######## multicycle_control_unit_flat ########
### Sequential cells grouped by signal name, multicycle_control_unit_flat

(8 px per um)
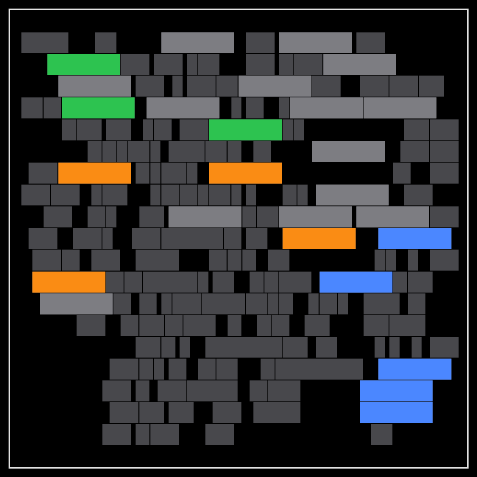
===== src/rtl/multicycle_control_unit_if.sv =====
// Control-unit <-> datapath bundle: instruction fields and status flags in,
// strobes and mux selects out. master is the control unit side.
interface multicycle_control_unit_if #(
    parameter int ALU_CTRL_W = 3
);
    logic [5:0]            op_code;
    logic [5:0]            funct;
    logic                  zero;
    logic                  mem_ready;

    logic                  mem_read;
    logic                  mem_write;
    logic                  iord;
    logic                  ir_write;
    logic                  pc_write;
    logic [1:0]            pc_src;
    logic                  alu_src_a;
    logic [1:0]            alu_src_b;
    logic [ALU_CTRL_W-1:0] alu_control;
    logic                  reg_dest;
    logic                  mem_reg;
    logic                  reg_write;
    logic                  trap;
    logic [3:0]            state_o;

    modport master (
        input  op_code, funct, zero, mem_ready,
        output mem_read, mem_write, iord, ir_write, pc_write, pc_src,
               alu_src_a, alu_src_b, alu_control, reg_dest, mem_reg,
               reg_write, trap, state_o
    );

    modport slave (
        output op_code, funct, zero, mem_ready,
        input  mem_read, mem_write, iord, ir_write, pc_write, pc_src,
               alu_src_a, alu_src_b, alu_control, reg_dest, mem_reg,
               reg_write, trap, state_o
    );
endinterface


===== src/rtl/multicycle_control_unit.sv =====
// Multicycle MIPS control FSM on a shared memory port, with memory stall
// timeout and sticky trapping on illegal op_code/funct.
module multicycle_control_unit #(
    parameter int ALU_CTRL_W  = 3,
    parameter int TIMEOUT_CYC = 16,
    parameter bit EN_ADDI     = 1'b1
) (
    input  logic                              clk,
    input  logic                              rst_n,
    multicycle_control_unit_if.master         bus
);

    typedef enum logic [3:0] {
        IDLE   = 4'd0,
        FETCH  = 4'd1,
        DECODE = 4'd2,
        MEMADR = 4'd3,
        MEMRD  = 4'd4,
        MEMWB  = 4'd5,
        MEMWR  = 4'd6,
        EXEC   = 4'd7,
        ALUWB  = 4'd8,
        BRANCH = 4'd9,
        ADDIEX = 4'd10,
        ADDIWB = 4'd11,
        JUMP   = 4'd12,
        TRAP   = 4'd13
    } state_e;

    // Registered Moore strobes. fetch_wr/branch_wr are qualifiers that get
    // combined with mem_ready/zero at the output.
    typedef struct packed {
        logic                  mem_read;
        logic                  mem_write;
        logic                  iord;
        logic                  fetch_wr;
        logic                  branch_wr;
        logic                  pc_write;
        logic [1:0]            pc_src;
        logic                  alu_src_a;
        logic [1:0]            alu_src_b;
        logic [ALU_CTRL_W-1:0] alu_control;
        logic                  reg_dest;
        logic                  mem_reg;
        logic                  reg_write;
        logic                  trap;
    } ctrl_t;

    localparam logic [5:0] OP_RTYPE = 6'b000000;
    localparam logic [5:0] OP_LW    = 6'b100011;
    localparam logic [5:0] OP_SW    = 6'b101011;
    localparam logic [5:0] OP_BEQ   = 6'b000100;
    localparam logic [5:0] OP_J     = 6'b000010;
    localparam logic [5:0] OP_ADDI  = 6'b001000;

    localparam logic [5:0] FN_ADD = 6'b100000;
    localparam logic [5:0] FN_SUB = 6'b100010;
    localparam logic [5:0] FN_AND = 6'b100100;
    localparam logic [5:0] FN_OR  = 6'b100101;
    localparam logic [5:0] FN_SLT = 6'b101010;

    localparam logic [2:0] ALU_ADD = 3'b010;
    localparam logic [2:0] ALU_SUB = 3'b110;
    localparam logic [2:0] ALU_AND = 3'b000;
    localparam logic [2:0] ALU_OR  = 3'b001;
    localparam logic [2:0] ALU_SLT = 3'b111;

    localparam int              TMO_W    = $clog2(TIMEOUT_CYC + 1);
    localparam logic [TMO_W-1:0] TMO_LAST = TMO_W'(TIMEOUT_CYC - 1);

    function automatic logic funct_ok(input logic [5:0] f);
        return (f == FN_ADD) || (f == FN_SUB) || (f == FN_AND) ||
               (f == FN_OR)  || (f == FN_SLT);
    endfunction

    function automatic logic [2:0] alu_of(input logic [5:0] f);
        logic [2:0] c;
        c = ALU_ADD;
        case (f)
            FN_SUB:  c = ALU_SUB;
            FN_AND:  c = ALU_AND;
            FN_OR:   c = ALU_OR;
            FN_SLT:  c = ALU_SLT;
            default: c = ALU_ADD;
        endcase
        return c;
    endfunction

    state_e           state_q, state_d;
    logic [TMO_W-1:0] tmo_q, tmo_d;
    ctrl_t            ctrl_q, ctrl_d;

    logic waiting;
    logic expire;

    // Memory-wait states share one stall counter; a ready in the final
    // allowed cycle still completes the access normally.
    assign waiting = (state_q == FETCH) || (state_q == MEMRD) || (state_q == MEMWR);
    assign expire  = waiting && !bus.mem_ready && (tmo_q == TMO_LAST);

    always_comb begin
        state_d = state_q;
        tmo_d   = '0;
        if (waiting && !bus.mem_ready && !expire) begin
            tmo_d = tmo_q + 1'b1;
        end
        unique case (state_q)
            IDLE:   state_d = FETCH;
            FETCH:  if (bus.mem_ready) state_d = DECODE;
                    else if (expire)   state_d = TRAP;
            DECODE: begin
                case (bus.op_code)
                    OP_LW, OP_SW: state_d = MEMADR;
                    OP_RTYPE:     state_d = EXEC;
                    OP_BEQ:       state_d = BRANCH;
                    OP_J:         state_d = JUMP;
                    OP_ADDI:      state_d = EN_ADDI ? ADDIEX : TRAP;
                    default:      state_d = TRAP;
                endcase
            end
            MEMADR: begin
                if (bus.op_code == OP_LW)      state_d = MEMRD;
                else if (bus.op_code == OP_SW) state_d = MEMWR;
                else                           state_d = TRAP;
            end
            MEMRD:  if (bus.mem_ready) state_d = MEMWB;
                    else if (expire)   state_d = TRAP;
            MEMWB:  state_d = FETCH;
            MEMWR:  if (bus.mem_ready) state_d = FETCH;
                    else if (expire)   state_d = TRAP;
            EXEC:   state_d = funct_ok(bus.funct) ? ALUWB : TRAP;
            ALUWB:  state_d = FETCH;
            BRANCH: state_d = FETCH;
            ADDIEX: state_d = ADDIWB;
            ADDIWB: state_d = FETCH;
            JUMP:   state_d = FETCH;
            TRAP:   state_d = TRAP;
            default: state_d = TRAP;
        endcase
    end

    // Strobes are decoded from the next state so they come out of flops in
    // the same cycle the state register shows that state.
    always_comb begin
        ctrl_d = '0;
        unique case (state_d)
            FETCH: begin
                ctrl_d.mem_read    = 1'b1;
                ctrl_d.fetch_wr    = 1'b1;
                ctrl_d.alu_src_b   = 2'b01;
                ctrl_d.alu_control = ALU_CTRL_W'(ALU_ADD);
            end
            DECODE: begin
                ctrl_d.alu_src_b   = 2'b11;
                ctrl_d.alu_control = ALU_CTRL_W'(ALU_ADD);
            end
            MEMADR, ADDIEX: begin
                ctrl_d.alu_src_a   = 1'b1;
                ctrl_d.alu_src_b   = 2'b10;
                ctrl_d.alu_control = ALU_CTRL_W'(ALU_ADD);
            end
            MEMRD: begin
                ctrl_d.mem_read = 1'b1;
                ctrl_d.iord     = 1'b1;
            end
            MEMWB: begin
                ctrl_d.reg_write = 1'b1;
                ctrl_d.mem_reg   = 1'b1;
            end
            MEMWR: begin
                ctrl_d.mem_write = 1'b1;
                ctrl_d.iord      = 1'b1;
            end
            EXEC: begin
                ctrl_d.alu_src_a   = 1'b1;
                ctrl_d.alu_control = ALU_CTRL_W'(alu_of(bus.funct));
            end
            ALUWB: begin
                ctrl_d.reg_write = 1'b1;
                ctrl_d.reg_dest  = 1'b1;
            end
            BRANCH: begin
                ctrl_d.alu_src_a   = 1'b1;
                ctrl_d.alu_control = ALU_CTRL_W'(ALU_SUB);
                ctrl_d.pc_src      = 2'b01;
                ctrl_d.branch_wr   = 1'b1;
            end
            ADDIWB: ctrl_d.reg_write = 1'b1;
            JUMP: begin
                ctrl_d.pc_src   = 2'b10;
                ctrl_d.pc_write = 1'b1;
            end
            TRAP:   ctrl_d.trap = 1'b1;
            default: ctrl_d = '0;
        endcase
    end

    always_ff @(posedge clk or negedge rst_n) begin
        if (!rst_n) begin
            state_q <= IDLE;
            tmo_q   <= '0;
            ctrl_q  <= '0;
        end else begin
            state_q <= state_d;
            tmo_q   <= tmo_d;
            ctrl_q  <= ctrl_d;
        end
    end

    assign bus.mem_read    = ctrl_q.mem_read;
    assign bus.mem_write   = ctrl_q.mem_write;
    assign bus.iord        = ctrl_q.iord;
    assign bus.ir_write    = ctrl_q.fetch_wr & bus.mem_ready;
    assign bus.pc_write    = ctrl_q.pc_write
                           | (ctrl_q.fetch_wr & bus.mem_ready)
                           | (ctrl_q.branch_wr & bus.zero);
    assign bus.pc_src      = ctrl_q.pc_src;
    assign bus.alu_src_a   = ctrl_q.alu_src_a;
    assign bus.alu_src_b   = ctrl_q.alu_src_b;
    assign bus.alu_control = ctrl_q.alu_control;
    assign bus.reg_dest    = ctrl_q.reg_dest;
    assign bus.mem_reg     = ctrl_q.mem_reg;
    assign bus.reg_write   = ctrl_q.reg_write;
    assign bus.trap        = ctrl_q.trap;
    assign bus.state_o     = state_q;

endmodule


===== src/flat_wrapper.sv =====
// flat-port wrapper written by rule: the top's interface ports become plain ports
module multicycle_control_unit_flat 
#(
    parameter int ALU_CTRL_W  = 3,
    parameter int TIMEOUT_CYC = 16,
    parameter bit EN_ADDI     = 1'b1
)
  (clk, rst_n, bus_op_code, bus_funct, bus_zero, bus_mem_ready, bus_mem_read, bus_mem_write, bus_iord, bus_ir_write, bus_pc_write, bus_pc_src, bus_alu_src_a, bus_alu_src_b, bus_alu_control, bus_reg_dest, bus_mem_reg, bus_reg_write, bus_trap, bus_state_o);
  multicycle_control_unit_if #(.ALU_CTRL_W(ALU_CTRL_W)) bus_i ();
  input  logic clk;
  input  logic rst_n;
  input wire logic [$bits(bus_i.op_code)-1:0] bus_op_code;
  input wire logic [$bits(bus_i.funct)-1:0] bus_funct;
  input wire logic [$bits(bus_i.zero)-1:0] bus_zero;
  input wire logic [$bits(bus_i.mem_ready)-1:0] bus_mem_ready;
  output wire logic [$bits(bus_i.mem_read)-1:0] bus_mem_read;
  output wire logic [$bits(bus_i.mem_write)-1:0] bus_mem_write;
  output wire logic [$bits(bus_i.iord)-1:0] bus_iord;
  output wire logic [$bits(bus_i.ir_write)-1:0] bus_ir_write;
  output wire logic [$bits(bus_i.pc_write)-1:0] bus_pc_write;
  output wire logic [$bits(bus_i.pc_src)-1:0] bus_pc_src;
  output wire logic [$bits(bus_i.alu_src_a)-1:0] bus_alu_src_a;
  output wire logic [$bits(bus_i.alu_src_b)-1:0] bus_alu_src_b;
  output wire logic [$bits(bus_i.alu_control)-1:0] bus_alu_control;
  output wire logic [$bits(bus_i.reg_dest)-1:0] bus_reg_dest;
  output wire logic [$bits(bus_i.mem_reg)-1:0] bus_mem_reg;
  output wire logic [$bits(bus_i.reg_write)-1:0] bus_reg_write;
  output wire logic [$bits(bus_i.trap)-1:0] bus_trap;
  output wire logic [$bits(bus_i.state_o)-1:0] bus_state_o;
  assign bus_i.op_code = bus_op_code;
  assign bus_i.funct = bus_funct;
  assign bus_i.zero = bus_zero;
  assign bus_i.mem_ready = bus_mem_ready;
  assign bus_mem_read = bus_i.mem_read;
  assign bus_mem_write = bus_i.mem_write;
  assign bus_iord = bus_i.iord;
  assign bus_ir_write = bus_i.ir_write;
  assign bus_pc_write = bus_i.pc_write;
  assign bus_pc_src = bus_i.pc_src;
  assign bus_alu_src_a = bus_i.alu_src_a;
  assign bus_alu_src_b = bus_i.alu_src_b;
  assign bus_alu_control = bus_i.alu_control;
  assign bus_reg_dest = bus_i.reg_dest;
  assign bus_mem_reg = bus_i.mem_reg;
  assign bus_reg_write = bus_i.reg_write;
  assign bus_trap = bus_i.trap;
  assign bus_state_o = bus_i.state_o;
  multicycle_control_unit #(.ALU_CTRL_W(ALU_CTRL_W), .TIMEOUT_CYC(TIMEOUT_CYC), .EN_ADDI(EN_ADDI)) u_core (.clk(clk), .rst_n(rst_n), .bus(bus_i));
endmodule

===== config.mk =====
export PLATFORM = sky130hd
export DESIGN_NAME = multicycle_control_unit_flat
export DESIGN_NICKNAME = d
export VERILOG_FILES = /design/src/rtl/multicycle_control_unit_if.sv /design/src/rtl/multicycle_control_unit.sv /design/src/flat_wrapper.sv
export SDC_FILE = /design/constraint.sdc
export NUM_CORES = 1
export LEC_CHECK = 0
export CORE_UTILIZATION = 49
export DETAILED_ROUTE_END_ITERATION = 10
export PLACE_DENSITY = 0.8
export RECOVER_POWER = 100
export SLEW_MARGIN = 20
export SYNTH_ARGS = -nofsm -noshare
export SYNTH_HDL_FRONTEND = slang
export SYNTH_SLANG_ARGS = --single-unit

===== constraint.sdc =====
create_clock -name clk -period 2.4 [get_ports clk]
set_input_delay 0.48 -clock clk [delete_from_list [all_inputs] [get_ports clk]]
set_output_delay 0.48 -clock clk [all_outputs]
set_load 0.02 [all_outputs]

==> flow_summary.toml <==
# implementation run metrics
[outcome]
status = "finished with violations"
failed_checks = "design-rule violations"

[power]
seq-power_mw = 0.708
power_mw = 2.324
powerComb_mw = 1.31

[synthesis]
synth-async-reset-ratio_pct = 100.0
yosysChipArea_um2 = 1489
syn-num-nets = 167
yosys-top-cells-count = "dfrtp_1 (26), nor2_1 (16), buf_4 (9), nand2_1 (8), nand3_1 (7)"

[worst_setup_path]
crit_path_start = "u_core.tmo_q[0]"
slowest_delay_ps = 420
critPathSlowestCell = "dfrtp_1"
critPathTopFamily = "AND-OR/OR-AND gates"

[sta]
final.min_clock_period_ps = 2311
worstMarginPinSlew_ps = 1375

[place]
io_buffers = 36
preCtsSetupSlack_ps = -52.17
place_inst = 210
dp_hpwl_um = 2448

[die]
initial_core_util_pct = 52.63

[global_routing]
grt_pass1_wl_um = 5630

[drt]
drc = 4

[finish]
largest_register_ffs = 5

[clock_network]
clock-sinks = 26
cts_root_buffer = "clkbuf_4"
numCtsBuffers = 3

[hold_path]
worstHoldEndpoint = "u_core.tmo_q[3]"
About 'Sequential cells grouped by signal name' of multicycle_control_unit_flat:
- green: `u_core.bus.alu_control` (sequential cells 3)
- orange: `u_core.bus.state_o` (sequential cells 4)
- blue: `u_core.tmo_q` (sequential cells 5; where lower right)

[cell usage in the layout (no fill, tap or decap), drive strengths merged, types with 2 or more instances in the layout]
cell type,netlist,layout
nand3,7,7
a31o,1,2
nor4b,2,2
dfrtp,26,26
inv,7,7
and2,3,3
a2bb2oi,2,2
a31oi,2,2
xor2,3,3
or2,3,3
a21oi,3,3
clkbuf,0,4
nor3,6,6
o21ai,6,6
dlygate4sd3,0,18
and3,6,6
nand3b,3,3
nor2b,3,3
o221ai,2,2
xnor2,3,3
nand2b,6,6
o21a,2,2
buf,11,6
nand2,8,8
ha,2,2
nor2,17,17
clkdlybuf4s50,0,17

######## task1_driver ########
### M3 wires, task1_driver

(1.5 px per um) Cells faint in the background.
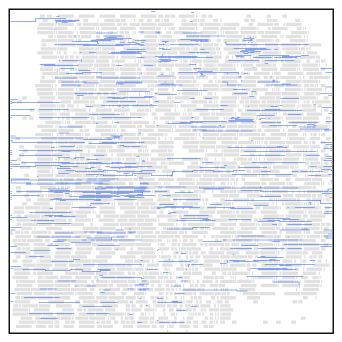
### Wiring by layer, task1_driver

(2 px per um) Only two layers are drawn.
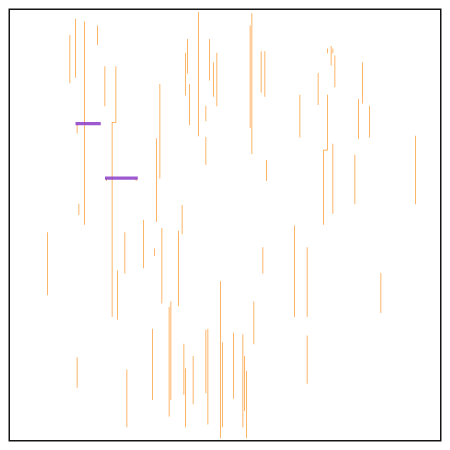
File: src/rtl/task1_driver.sv
// task1_driver: replays a programmed operand table into one task1 instance and stores each result or timeout.
// Define TASK1_DRV_CHECK_EN to add per-entry expected values with a sticky mismatch flag and counter.
module task1_driver #(
  parameter int WIDTH   = 16,
  parameter int DEPTH   = 8,
  parameter int AW      = 3,
  parameter int TIMEOUT = 64
) (
  input  logic                    clk,
  input  logic                    rst,
  input  logic                    wr_en,
  input  logic [AW-1:0]           wr_addr,
  input  logic signed [WIDTH-1:0] wr_a,
  input  logic signed [WIDTH-1:0] wr_b,
  input  logic signed [WIDTH-1:0] wr_c,
  input  logic signed [WIDTH-1:0] wr_d,
`ifdef TASK1_DRV_CHECK_EN
  input  logic signed [WIDTH-1:0] wr_exp,
  output logic                    mismatch,
  output logic [AW:0]             mismatch_cnt,
`endif
  input  logic [AW:0]             num,
  input  logic                    start,
  output logic                    busy,
  output logic                    done,
  output logic                    in_val,
  output logic signed [WIDTH-1:0] a,
  output logic signed [WIDTH-1:0] b,
  output logic signed [WIDTH-1:0] c,
  output logic signed [WIDTH-1:0] d,
  input  logic signed [WIDTH-1:0] Q,
  input  logic                    out_val,
  input  logic [AW-1:0]           rd_addr,
  output logic signed [WIDTH-1:0] rd_q,
  output logic                    rd_tmo,
  output logic                    tmo_any
);

  localparam int CW = (TIMEOUT > 2) ? $clog2(TIMEOUT) : 1;
  localparam logic [CW-1:0] CNT_LAST = CW'(TIMEOUT - 1);
  localparam logic [AW:0]   NUM_MAX  = (AW+1)'(DEPTH);

  // state  | meaning
  // IDLE   | waiting for start, table writable
  // ISSUE  | one-cycle in_val pulse with table[idx]
  // WAIT   | operands held, waiting for out_val or timeout
  // DONE   | one-cycle done pulse, table writable
  typedef enum logic [1:0] {S_IDLE, S_ISSUE, S_WAIT, S_DONE} state_t;

  state_t                 state_q, state_d;
  logic [AW-1:0]          idx_q, idx_d;
  logic [AW:0]            num_q, num_d;
  logic [CW-1:0]          cnt_q, cnt_d;
  logic [DEPTH-1:0]       tmo_q, tmo_d;
  logic                   tmo_any_q, tmo_any_d;
  logic signed [WIDTH-1:0] a_q, a_d, b_q, b_d, c_q, c_d, d_q, d_d;
  logic signed [WIDTH-1:0] rd_q_q;
  logic                   rd_tmo_q;

  logic signed [WIDTH-1:0] tbl_a [DEPTH];
  logic signed [WIDTH-1:0] tbl_b [DEPTH];
  logic signed [WIDTH-1:0] tbl_c [DEPTH];
  logic signed [WIDTH-1:0] tbl_d [DEPTH];
  logic signed [WIDTH-1:0] res_mem [DEPTH];

  logic                   wr_acc;
  logic                   res_we;
  logic signed [WIDTH-1:0] res_wdata;
  logic                   ld_en;
  logic [AW-1:0]          ld_idx;
  logic                   adv;
  logic                   last;

`ifdef TASK1_DRV_CHECK_EN
  logic signed [WIDTH-1:0] exp_mem [DEPTH];
  logic                   mis_q, mis_d;
  logic [AW:0]            mcnt_q, mcnt_d;
`endif

  assign wr_acc = wr_en && ((state_q == S_IDLE) || (state_q == S_DONE));

  always_ff @(posedge clk) begin
    if (wr_acc) begin
      tbl_a[wr_addr] <= wr_a;
      tbl_b[wr_addr] <= wr_b;
      tbl_c[wr_addr] <= wr_c;
      tbl_d[wr_addr] <= wr_d;
`ifdef TASK1_DRV_CHECK_EN
      exp_mem[wr_addr] <= wr_exp;
`endif
    end
  end

  always_comb begin
    state_d   = state_q;
    idx_d     = idx_q;
    num_d     = num_q;
    cnt_d     = cnt_q;
    tmo_d     = tmo_q;
    tmo_any_d = tmo_any_q;
    a_d       = a_q;
    b_d       = b_q;
    c_d       = c_q;
    d_d       = d_q;
    res_we    = 1'b0;
    res_wdata = Q;
    ld_en     = 1'b0;
    ld_idx    = idx_q;
    adv       = 1'b0;
    last      = ({1'b0, idx_q} == (num_q - 1'b1));
`ifdef TASK1_DRV_CHECK_EN
    mis_d     = mis_q;
    mcnt_d    = mcnt_q;
`endif
    case (state_q)
      S_IDLE: begin
        if (start) begin
`ifdef TASK1_DRV_CHECK_EN
          mis_d  = 1'b0;
          mcnt_d = '0;
`endif
          if (num == '0) begin
            state_d = S_DONE;
          end else begin
            num_d     = (num > NUM_MAX) ? NUM_MAX : num;
            idx_d     = '0;
            tmo_d     = '0;
            tmo_any_d = 1'b0;
            ld_en     = 1'b1;
            ld_idx    = '0;
            state_d   = S_ISSUE;
          end
        end
      end
      S_ISSUE: begin
        cnt_d   = '0;
        state_d = S_WAIT;
      end
      S_WAIT: begin
        if (out_val) begin
          res_we       = 1'b1;
          res_wdata    = Q;
          tmo_d[idx_q] = 1'b0;
          adv          = 1'b1;
`ifdef TASK1_DRV_CHECK_EN
          if (Q != exp_mem[idx_q]) begin
            mis_d  = 1'b1;
            mcnt_d = mcnt_q + 1'b1;
          end
`endif
        end else if (cnt_q == CNT_LAST) begin
          res_we       = 1'b1;
          res_wdata    = '0;
          tmo_d[idx_q] = 1'b1;
          tmo_any_d    = 1'b1;
          adv          = 1'b1;
        end else begin
          cnt_d = cnt_q + 1'b1;
        end
        if (adv) begin
          if (last) begin
            state_d = S_DONE;
          end else begin
            idx_d   = idx_q + 1'b1;
            ld_en   = 1'b1;
            ld_idx  = idx_q + 1'b1;
            state_d = S_ISSUE;
          end
        end
      end
      S_DONE:  state_d = S_IDLE;
      default: state_d = S_IDLE;
    endcase
    // A write landing on the same edge as start must be visible to the first issue.
    if (ld_en) begin
      if (wr_acc && (wr_addr == ld_idx)) begin
        a_d = wr_a;
        b_d = wr_b;
        c_d = wr_c;
        d_d = wr_d;
      end else begin
        a_d = tbl_a[ld_idx];
        b_d = tbl_b[ld_idx];
        c_d = tbl_c[ld_idx];
        d_d = tbl_d[ld_idx];
      end
    end
  end

  always_ff @(posedge clk) begin
    if (!rst) begin
      state_q   <= S_IDLE;
      idx_q     <= '0;
      num_q     <= '0;
      cnt_q     <= '0;
      tmo_q     <= '0;
      tmo_any_q <= 1'b0;
      a_q       <= '0;
      b_q       <= '0;
      c_q       <= '0;
      d_q       <= '0;
      rd_q_q    <= '0;
      rd_tmo_q  <= 1'b0;
`ifdef TASK1_DRV_CHECK_EN
      mis_q     <= 1'b0;
      mcnt_q    <= '0;
`endif
    end else begin
      state_q   <= state_d;
      idx_q     <= idx_d;
      num_q     <= num_d;
      cnt_q     <= cnt_d;
      tmo_q     <= tmo_d;
      tmo_any_q <= tmo_any_d;
      a_q       <= a_d;
      b_q       <= b_d;
      c_q       <= c_d;
      d_q       <= d_d;
      rd_q_q    <= res_mem[rd_addr];
      rd_tmo_q  <= tmo_q[rd_addr];
`ifdef TASK1_DRV_CHECK_EN
      mis_q     <= mis_d;
      mcnt_q    <= mcnt_d;
`endif
    end
  end

  always_ff @(posedge clk) begin
    if (rst && res_we) begin
      res_mem[idx_q] <= res_wdata;
    end
  end

  assign busy    = (state_q == S_ISSUE) || (state_q == S_WAIT);
  assign done    = (state_q == S_DONE);
  assign in_val  = (state_q == S_ISSUE);
  assign a       = a_q;
  assign b       = b_q;
  assign c       = c_q;
  assign d       = d_q;
  assign rd_q    = rd_q_q;
  assign rd_tmo  = rd_tmo_q;
  assign tmo_any = tmo_any_q;
`ifdef TASK1_DRV_CHECK_EN
  assign mismatch     = mis_q;
  assign mismatch_cnt = mcnt_q;
`endif

endmodule
File: config.mk
export PLATFORM = sky130hd
export DESIGN_NAME = task1_driver
export DESIGN_NICKNAME = d
export VERILOG_FILES = /design/src/rtl/task1_driver.sv
export SDC_FILE = /design/constraint.sdc
export NUM_CORES = 1
export LEC_CHECK = 0
export CORE_UTILIZATION = 63
export DETAILED_ROUTE_END_ITERATION = 8
export PLACE_DENSITY_LB_ADDON = 0.25
export SETUP_SLACK_MARGIN = 0.1
export SLEW_MARGIN = 15
export SYNTH_ARGS = -nofsm -noshare
export SYNTH_HDL_FRONTEND = slang
export SYNTH_SLANG_ARGS = --single-unit
File: constraint.sdc
create_clock -name clk -period 20.9 [get_ports clk]
set_clock_uncertainty 0.1 [all_clocks]
set_input_delay 4.18 -clock clk [delete_from_list [all_inputs] [get_ports clk]]
set_output_delay 4.18 -clock clk [all_outputs]
set_load 0.03 [all_outputs]
==> flow_summary.toml <==
# implementation run metrics
[sta]
maxSlewViolCount = 0
period_used_pct = 39.74
worstMarginPinSlew_ps = 1138
timing.fmax_mhz = 120.4
finalSetupTns_ps = 0

[synthesis]
yosys.stat.seqShare_pct = 74.63
ys_ff = 745
synth-async-reset-ratio_pct = 0
yosysMostFrequentCell = "edfxtp_1"
syn_area_um2 = 28570
syn-num-nets = 2063
synthFlopType = "edfxtp_1"
yosysUniqueCellTypes = 55
ys_cells = 1961

[clock_network]
clk_latency_ps = 590
clkTransAtPathRegs_ps = 60
htree_levels = 3

[worst_setup_path]
critPathTopFamily = "buffers and inverters"
rr_startpoint = "cnt_q[0]"
critPathSlowestCell = "a41oi_1"
cp.arrival_ps = 8700
cp_max_fo = 200
worst-setup-path-type = "input port to flip-flop"

[finish]
nonClkBufAreaFrac_pct = 6.041
utilization_pct = 75.20
comb_area_share_pct = 20.57
fillerInstances = 2682
seq-cell-share_pct = 63.70
drive_above_1_share_pct = 9.049

[place]
gp_congestion = 0.8094
place_inst = 2646

[drt]
drc = 0
ant_nets = 0

[power]
power_mw = 4.044
ir_drop_mv = 0.1009
leakage_nw = 11.51

[hold_path]
whs_path_depth = 2
worstHoldEndpoint = "tmo_any"

[die]
coreArea_um2 = 44510
nWellTaps = 592

[outcome]
status = "complete, no violations"

[global_routing]
antenna_found_initial = 8
About 'M3 wires' of task1_driver:
- nets with wire on the layer: 265
- main direction: horizontal
- share of all routed wire: 8.9%
- longest straight run: 89.2 um
met3 Use GR: 5.506%
DRT Wirelength: 65970 um
routed vias: 17.70k

About 'Wiring by layer' of task1_driver:
- purple: metal 5 (wire length 25.8 um)
- orange: metal 4 (wire length 2020 um)
DR WL/cell: 23.66 um
GRT Util Overall: 28.64%

[per-layer routing]
metal	track usage, %	part of all wire (%)
met1	37.71	38
met2	46.74	50
met3	5.506	8.9
met4	12.81	3.1
met5	0	0.038
[power by group]
part / switching [mW] / internal (mW) / total, mW
Sequential: 0.0573 / 1.73 / 1.78
Combinational: 0.605 / 0.328 / 0.933
Clock: 0.532 / 0.796 / 1.33
Total: 1.19 / 2.85 / 4.04
[worst min-delay path, cell delays in order, from the launching register on]
cell and delay, ps:
dfxtp_1 310, inv_1 50, a21oi_1 50


==> layout pictures side by side <==
Congestion heat map.
(a)
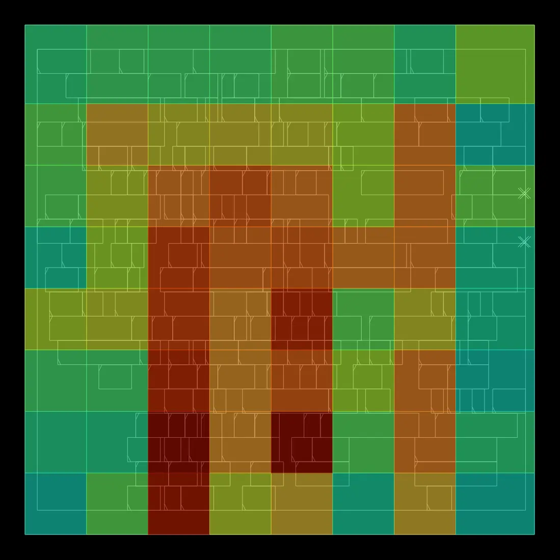
(b)
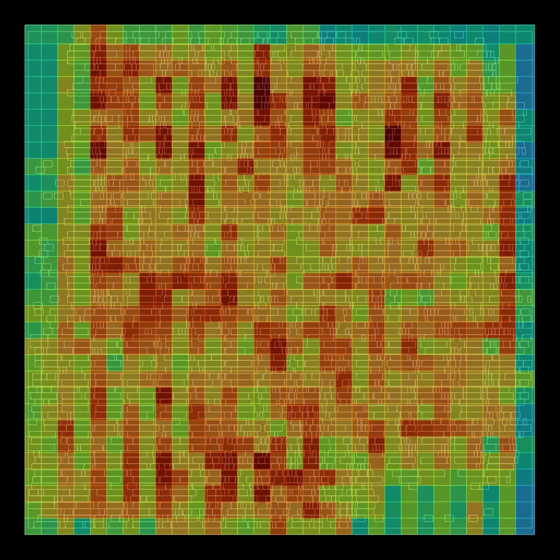
- multicycle_control_unit_flat = (a)
- task1_driver = (b)


==> gallery <==
Metal 1.
image #1
(10 px per um) Supply wires on this layer in grey. Cells faint in the background.
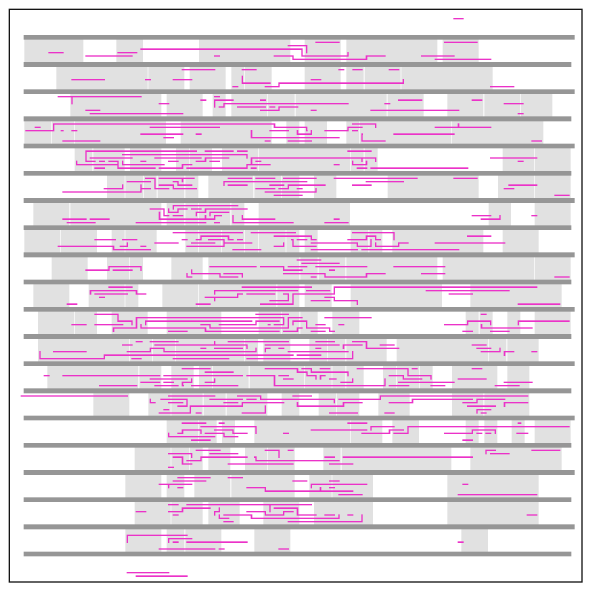
image #2
(3 px per um) Supply wires on this layer in grey. Cells faint in the background.
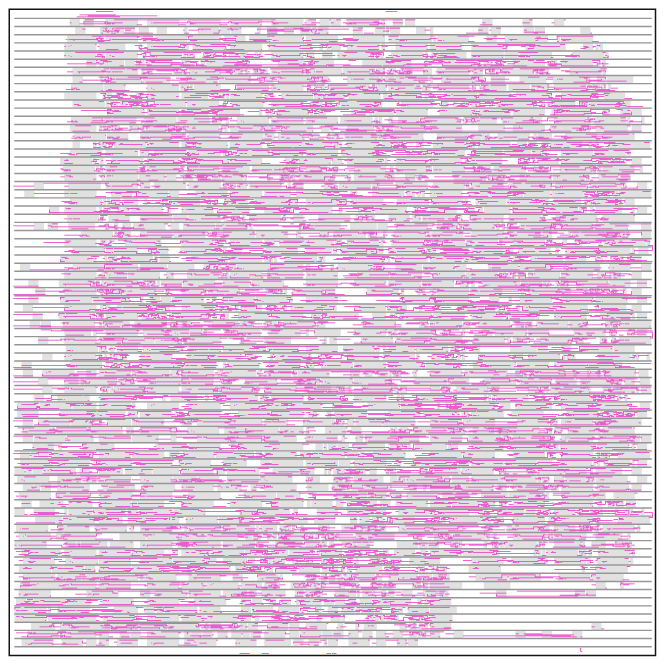
| picture | from |
|---|---|
| image #1 | multicycle_control_unit_flat |
| image #2 | task1_driver |
The one with the largest die is image #2.

